# block 1

## src/rtl/dap_ahb_bridge.sv

```systemverilog
// dap_ahb_bridge: DAP-to-AHB-Lite bridge, one single transfer in flight.
//   Sequence per request: IDLE -> ADDR -> DATA -> RESP -> IDLE.
// Ports:
//   DCLK, APRESETn        clock, synchronous active-low reset
//   DEVICEEN              debug enable; requests refused while low
//   SLVADDR/SLVWDATA/SLVTRANS/SLVWRITE/SLVSIZE   DAP request
//   SLVRDATA/SLVREADY/SLVRESP                    DAP response
//   HADDR/HTRANS/HWRITE/HSIZE/HBURST/HPROT/HWDATA AHB master outputs
//   HRDATA/HREADY/HRESP                          AHB slave response
// Build option: define DAP_AHB_ALIGN_CHECK_EN to refuse misaligned
//   halfword/word requests.
module dap_ahb_bridge #(
  parameter logic [3:0] HPROT_VAL = 4'b0011
) (
  input  logic        DCLK,
  input  logic        APRESETn,
  input  logic        DEVICEEN,
  input  logic [31:0] SLVADDR,
  input  logic [31:0] SLVWDATA,
  input  logic [1:0]  SLVTRANS,
  input  logic        SLVWRITE,
  input  logic [1:0]  SLVSIZE,
  output logic [31:0] SLVRDATA,
  output logic        SLVREADY,
  output logic        SLVRESP,
  output logic [31:0] HADDR,
  output logic [1:0]  HTRANS,
  output logic        HWRITE,
  output logic [2:0]  HSIZE,
  output logic [2:0]  HBURST,
  output logic [3:0]  HPROT,
  output logic [31:0] HWDATA,
  input  logic [31:0] HRDATA,
  input  logic        HREADY,
  input  logic        HRESP
);

  typedef enum logic [1:0] {IDLE, ADDR, DATA, RESP} state_t;

  state_t      state, state_nxt;
  logic [31:0] addr_q, wdata_q, rdata_q;
  logic [1:0]  size_q;
  logic        write_q, err_q;
  logic        req, legal;
  logic        unused_trans0;

  always_comb begin
    req           = SLVTRANS[1];
    unused_trans0 = SLVTRANS[0];
    legal         = DEVICEEN && (SLVSIZE != 2'b11);
`ifdef DAP_AHB_ALIGN_CHECK_EN
    if ((SLVSIZE == 2'b01 && SLVADDR[0]) ||
        (SLVSIZE == 2'b10 && SLVADDR[1:0] != 2'b00))
      legal = 1'b0;
`endif
  end

  // State register
  always_ff @(posedge DCLK) begin
    if (!APRESETn) state <= IDLE;
    else           state <= state_nxt;
  end

  // Next-state logic
  always_comb begin
    state_nxt = state;
    unique case (state)
      IDLE: if (req) state_nxt = legal ? ADDR : RESP;
      ADDR: if (HREADY) state_nxt = DATA;
      DATA: if (HREADY) state_nxt = RESP;
      RESP: state_nxt = IDLE;
      default: state_nxt = IDLE;
    endcase
  end

  // Request capture and response capture. Refused requests only set the
  // error flag so the read data register keeps its previous value.
  always_ff @(posedge DCLK) begin
    if (!APRESETn) begin
      addr_q  <= '0;
      wdata_q <= '0;
      rdata_q <= '0;
      size_q  <= '0;
      write_q <= 1'b0;
      err_q   <= 1'b0;
    end else begin
      case (state)
        IDLE: begin
          if (req) begin
            if (legal) begin
              addr_q  <= SLVADDR;
              wdata_q <= SLVWDATA;
              size_q  <= SLVSIZE;
              write_q <= SLVWRITE;
              err_q   <= 1'b0;
            end else begin
              err_q   <= 1'b1;
            end
          end
        end
        // HRESP seen with HREADY low is the first error cycle; only the
        // completing cycle is sampled.
        DATA: begin
          if (HREADY) begin
            err_q <= HRESP;
            if (!write_q) rdata_q <= HRDATA;
          end
        end
        default: ;
      endcase
    end
  end

  // Outputs
  always_comb begin
    SLVREADY = (state == RESP);
    SLVRESP  = (state == RESP) && err_q;
    SLVRDATA = rdata_q;
    HTRANS   = (state == ADDR) ? 2'b10 : 2'b00;
    HADDR    = addr_q;
    HWRITE   = write_q;
    HSIZE    = {1'b0, size_q};
    HWDATA   = wdata_q;
    HBURST   = '0;
    HPROT    = HPROT_VAL;
  end

endmodule
```

## config.mk

```make
export PLATFORM = sky130hd
export DESIGN_NAME = dap_ahb_bridge
export DESIGN_NICKNAME = d
export VERILOG_FILES = /design/src/rtl/dap_ahb_bridge.sv
export SDC_FILE = /design/constraint.sdc
export NUM_CORES = 1
export LEC_CHECK = 0
export CAP_MARGIN = 25
export CORE_MARGIN = 8
export CORE_UTILIZATION = 40
export CTS_CLUSTER_SIZE = 14
export DETAILED_ROUTE_END_ITERATION = 7
export PLACE_DENSITY = 0.81
export REMOVE_ABC_BUFFERS = 1
export SYNTH_ARGS = -nofsm -noshare
export SYNTH_HDL_FRONTEND = slang
export SYNTH_SLANG_ARGS = --single-unit
```

## constraint.sdc

```tcl
create_clock -name DCLK -period 1.6 [get_ports DCLK]
set_clock_uncertainty 0.05 [all_clocks]
set_input_delay 0.24 -clock DCLK [delete_from_list [all_inputs] [get_ports DCLK]]
set_output_delay 0.24 -clock DCLK [all_outputs]
set_load 0.005 [all_outputs]
```

# block 2

`src/rtl/mux8_arbiter.sv`:
```
// mux8_arbiter: round-robin arbiter/sequencer for a shared 8:1 single-bit mux.
// Grants one of eight requesters, drives the 3-bit select and registers the
// selected data bit with a valid flag.
// Optional feature macro: ARB8_QUANTUM_EN (time-sliced tenure, QUANTUM cycles).
module mux8_arbiter #(
    parameter int QUANTUM = 4
) (
    input  logic       clk,
    input  logic       reset,
    input  logic [7:0] req,
    input  logic [7:0] d,
    output logic [7:0] gnt,
    output logic [2:0] s,
    output logic       y,
    output logic       valid
);

    localparam logic [0:0] IDLE  = 1'b0;
    localparam logic [0:0] GRANT = 1'b1;

    // Out-of-range quantum leaves this block in the hierarchy as a visible marker.
    if (QUANTUM < 1 || QUANTUM > 15) begin : g_quantum_out_of_range
    end

    logic [0:0] state_q, state_d;
    logic [7:0] gnt_q, gnt_d;
    logic [2:0] s_q, s_d;
    logic [2:0] ptr_q, ptr_d;
    logic       y_q, y_d;
    logic       valid_q, valid_d;

    logic [7:0] own_oh;
    logic [7:0] elig;
    logic       q_exp;
    logic       rel;
    logic       arb;
    logic       found;
    logic [2:0] win;
    logic [2:0] idx;

    assign own_oh = 8'b1 << s_q;

`ifdef ARB8_QUANTUM_EN
    localparam logic [3:0] QLAST = 4'(QUANTUM - 1);
    logic [3:0] cnt_q, cnt_d;
    logic       others;

    // Quantum expiry only forces a release when someone else is waiting.
    always_comb begin
        others = |(req & ~own_oh);
        q_exp  = (state_q == GRANT) && (cnt_q == QLAST) && others;
    end
`else
    assign q_exp = 1'b0;
`endif

    assign rel  = (state_q == GRANT) && (!req[s_q] || q_exp);
    assign arb  = (state_q == IDLE) || rel;
    // The releasing owner never re-wins the same arbitration round.
    assign elig = req & ~((state_q == GRANT) ? own_oh : 8'h00);

    // Round-robin search starting at ptr, wrapping 7 -> 0.
    always_comb begin
        found = 1'b0;
        win   = ptr_q;
        idx   = ptr_q;
        for (int k = 0; k < 8; k++) begin
            idx = ptr_q + 3'(k);
            if (!found && elig[idx]) begin
                found = 1'b1;
                win   = idx;
            end
        end
    end

    // Next-state: arbitrate on idle/release, otherwise hold the owner.
    always_comb begin
        state_d = state_q;
        gnt_d   = gnt_q;
        s_d     = s_q;
        ptr_d   = ptr_q;
`ifdef ARB8_QUANTUM_EN
        cnt_d   = cnt_q;
`endif
        if (arb) begin
            if (found) begin
                state_d = GRANT;
                gnt_d   = 8'b1 << win;
                s_d     = win;
                ptr_d   = win + 3'd1;
`ifdef ARB8_QUANTUM_EN
                cnt_d   = 4'd0;
`endif
            end else begin
                state_d = IDLE;
                gnt_d   = 8'h00;
            end
        end else begin
`ifdef ARB8_QUANTUM_EN
            cnt_d = (cnt_q == QLAST) ? 4'd0 : cnt_q + 4'd1;
`endif
        end
        // Data follows the pre-edge owner so the final cycle's bit is kept.
        y_d     = (state_q == GRANT) ? d[s_q] : 1'b0;
        valid_d = (state_q == GRANT);
    end

    // State registers; reset wins over any same-edge event.
    always_ff @(posedge clk) begin
        if (reset) begin
            state_q <= IDLE;
            gnt_q   <= 8'h00;
            s_q     <= 3'd0;
            ptr_q   <= 3'd0;
            y_q     <= 1'b0;
            valid_q <= 1'b0;
`ifdef ARB8_QUANTUM_EN
            cnt_q   <= 4'd0;
`endif
        end else begin
            state_q <= state_d;
            gnt_q   <= gnt_d;
            s_q     <= s_d;
            ptr_q   <= ptr_d;
            y_q     <= y_d;
            valid_q <= valid_d;
`ifdef ARB8_QUANTUM_EN
            cnt_q   <= cnt_d;
`endif
        end
    end

    assign gnt   = gnt_q;
    assign s     = s_q;
    assign y     = y_q;
    assign valid = valid_q;

endmodule

```
`config.mk`:
```
export PLATFORM = sky130hd
export DESIGN_NAME = mux8_arbiter
export DESIGN_NICKNAME = d
export VERILOG_FILES = /design/src/rtl/mux8_arbiter.sv
export SDC_FILE = /design/constraint.sdc
export NUM_CORES = 1
export LEC_CHECK = 0
export CAP_MARGIN = 20
export CELL_PAD_IN_SITES_DETAIL_PLACEMENT = 0
export CELL_PAD_IN_SITES_GLOBAL_PLACEMENT = 1
export CORE_MARGIN = 3
export CORE_UTILIZATION = 35
export CTS_CLUSTER_SIZE = 10
export DETAILED_ROUTE_END_ITERATION = 6
export GPL_TIMING_DRIVEN = 0
export HOLD_SLACK_MARGIN = 0.06
export PLACE_DENSITY_LB_ADDON = 0.1
export SLEW_MARGIN = 20
export SYNTH_ARGS = -nofsm -noshare
export SYNTH_HDL_FRONTEND = slang
export SYNTH_SLANG_ARGS = --single-unit
```
`constraint.sdc`:
```
create_clock -name clk -period 9.9 [get_ports clk]
set_input_delay 1.485 -clock clk [delete_from_list [all_inputs] [get_ports clk]]
set_output_delay 1.485 -clock clk [all_outputs]
set_load 0.02 [all_outputs]
```
### Routing congestion, block 1

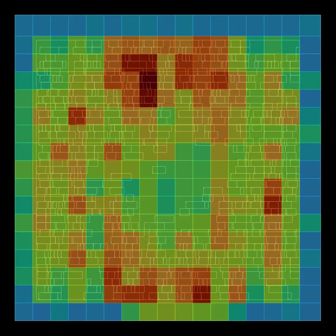
GR met3 Demand/Resource: 0.0833
layer carrying the most global-route usage: met2
met1 demand-to-capacity share in global routing: 0.170

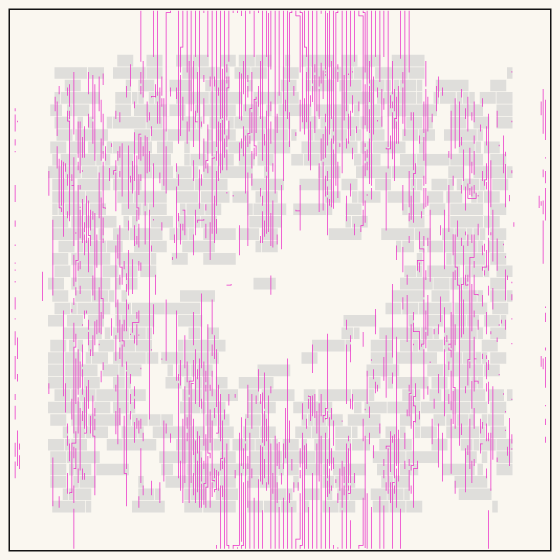
*Metal 2, block 1*
Cells faint in the background.
longest straight run: 47.9 microns
wire length on this layer: 6180 microns
nets with wire on the layer: 692
main direction: vertical

==> run summary, block 1 <==
Item: results of the latest flow run.

- The tree is rooted in a sky130_fd_sc_hd__clkbuf_8.
- The top-level I/O count is 217.
- The global-route wire length before repair is 20300 microns.
- The main kind of combinational logic by area is simple AND/OR/NAND/NOR gates.
- The startpoint identified for the worst register-to-register timing path is state[0].
- Synthesis handed over a netlist of 472 instances.
- The number of global-route vias before repair is 4042.
- The layout report lists the combined flip-flop and latch area as 0.00205 sq mm.
- The worst path needs 1550 ps of the cycle, external delays included.
- Before any placement, the netlist area is recorded as around 0.0042 sq mm.
- The longest incremental delay of any stage on the critical path is reported as 540 ps.
- The top routing layer in use is met4.
- Dividing the detail-routed via count by the number of cells gives 4.74.
- The power density over the cells is slightly below 1000 mW/mm^2.
- For the worst-skew pair, the clock arrives at the later sink with an insertion delay of 360 ps.
- The run finished with clean final reports.
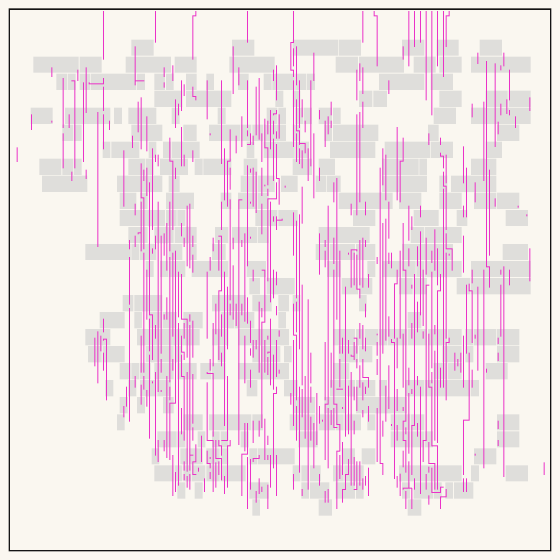
*Metal 2, block 2*
Cells faint in the background.
main direction: vertical
wire length on this layer: 3160 microns
nets with wire on the layer: 282
longest straight run: 47.2 microns
share of all routed wire: 45%

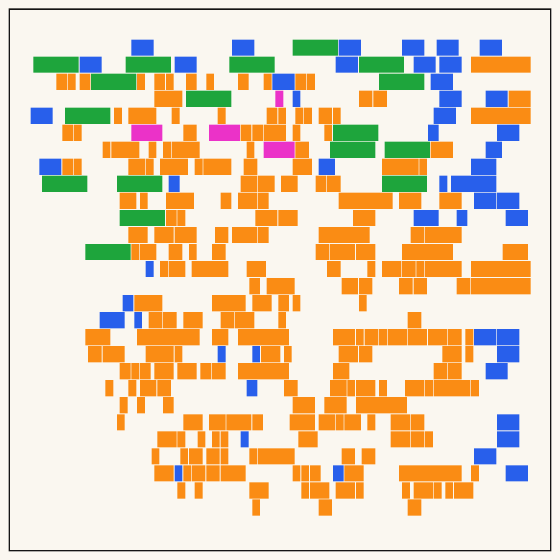
*Placement by cell class, block 2*
legend:
  blue:
    class: remaining buffers and delay cells
    cells: 50
    share_of_their_area: 17%
  magenta:
    class: clock drivers and dummy loads
    cells: 4
    share_of_their_area: 1.7%
  green:
    class: sequential cells
    cells: 17
    share_of_their_area: 13%
  orange:
    class: combinational and other logic
    cells: 234
    share_of_their_area: 69%

==> run summary, block 2 <==
Item: results of the latest flow run.

- In this run the tightest slew margin relative to its limit is 0.585.
- The part of the total power dissipated in combinational logic is 0.839.
- The critical path launch point type is a primary input.
- The top routing layer in use is met4.
- The number of cells after detailed placement is 376.
- Along the worst hold path, the cell count comes to 2.
- The yosys stat cell total is between 200 and 300.
- The fraction of synthesized cell area in xor and xnor cells is 0.0233.
- The flow ran to the end, and the final reports show no timing, DRC or antenna violations.
- The main area contributors are sky130_fd_sc_hd__dfxtp_1 15%, sky130_fd_sc_hd__nand2_1 7.5%, sky130_fd_sc_hd__mux4_2 5.0%.
- The clock network consumes a total of 0.0513 mW.
- Hold-check failures listed in the final report amount to 0.
- Fill cells in the final layout number between 600 and 700.
- For this run, the detailed router reports a per-instance via density of ~6.
- The maximum ir drop on the vdd rail is between 150 and 200 uV.
- In this run the most critical hold path is launched from gnt[6].
- Per the layout area report, the sequential fraction of cell area is 0.126.
- The main kind of combinational logic by area is AND-OR/OR-AND gates.
- The leakage power is 0.977 nW.
- In the final layout, the clock buffer count is 4.
- The clock slew at the register clock pins of the worst setup and hold paths is 60 ps.
- The met1 track demand over resource in global routing is 0.279.
- For this run, global-route usage on met3 was measured as 0.0304.
- Setup repair after global routing left no endpoint under its margin.
- Routing resource usage on met2 recorded by global route was 0.311.
- The final timing report lists clock skew as about 1.1 ps.
- The power consumed by sequential cells is 0.106 mW.

==> layout pictures side by side <==
The metal 3 layer.
shot_01.png
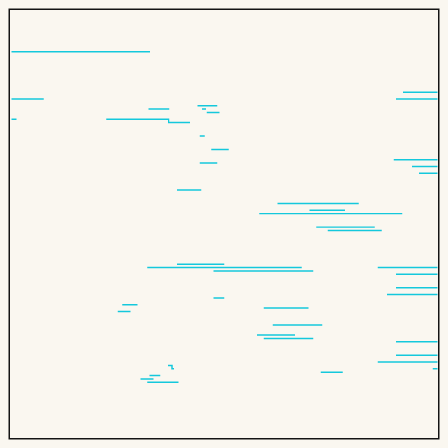
shot_02.png
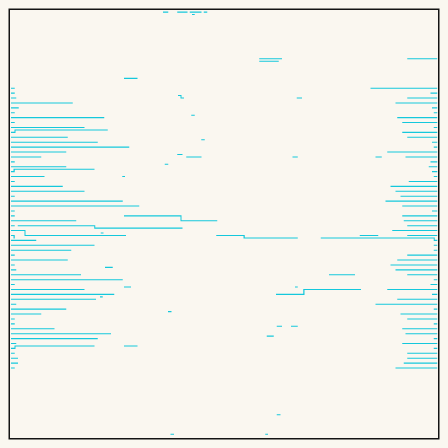
block 2 -> shot_01.png
block 1 -> shot_02.png

Key to shot_01.png:
wire length on this layer: 363 microns
share of all routed wire: 5.2%
main direction: horizontal



==> screenshots <==
The metal 1 layer.
Bar = 20 microns. Supply wires on this layer in gray.
(a)
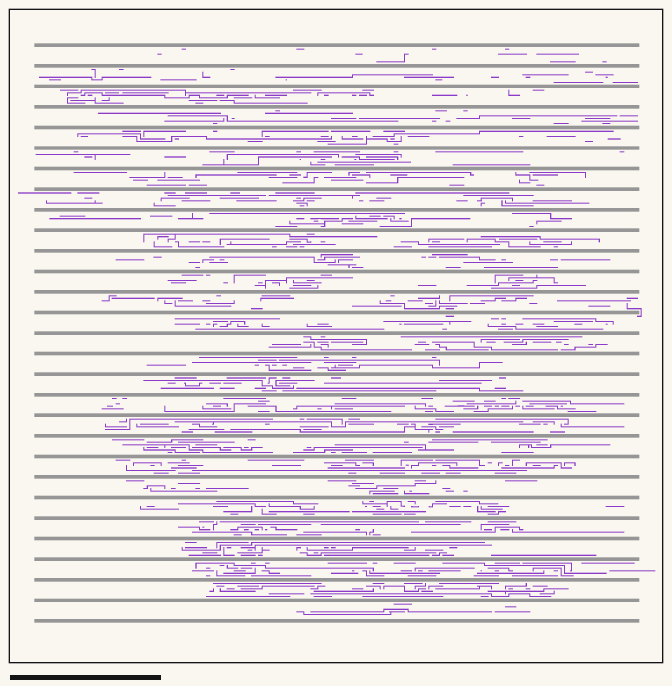
(b)
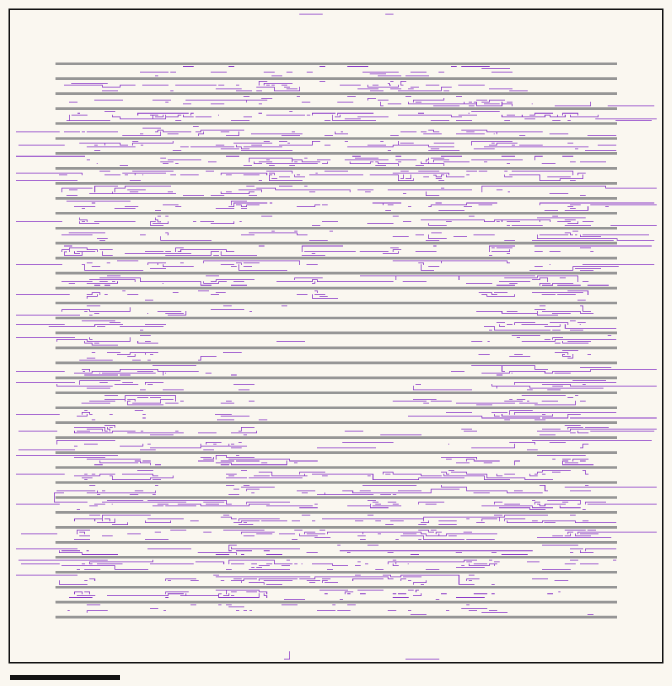
For block 2, see (a).
For block 1, see (b).

Key to (b):
nets with wire on the layer: 694
main direction: horizontal
longest straight run: 35.0 microns
wire length on this layer: 4770 microns

Power is estimated from default activity; no workload was simulated.
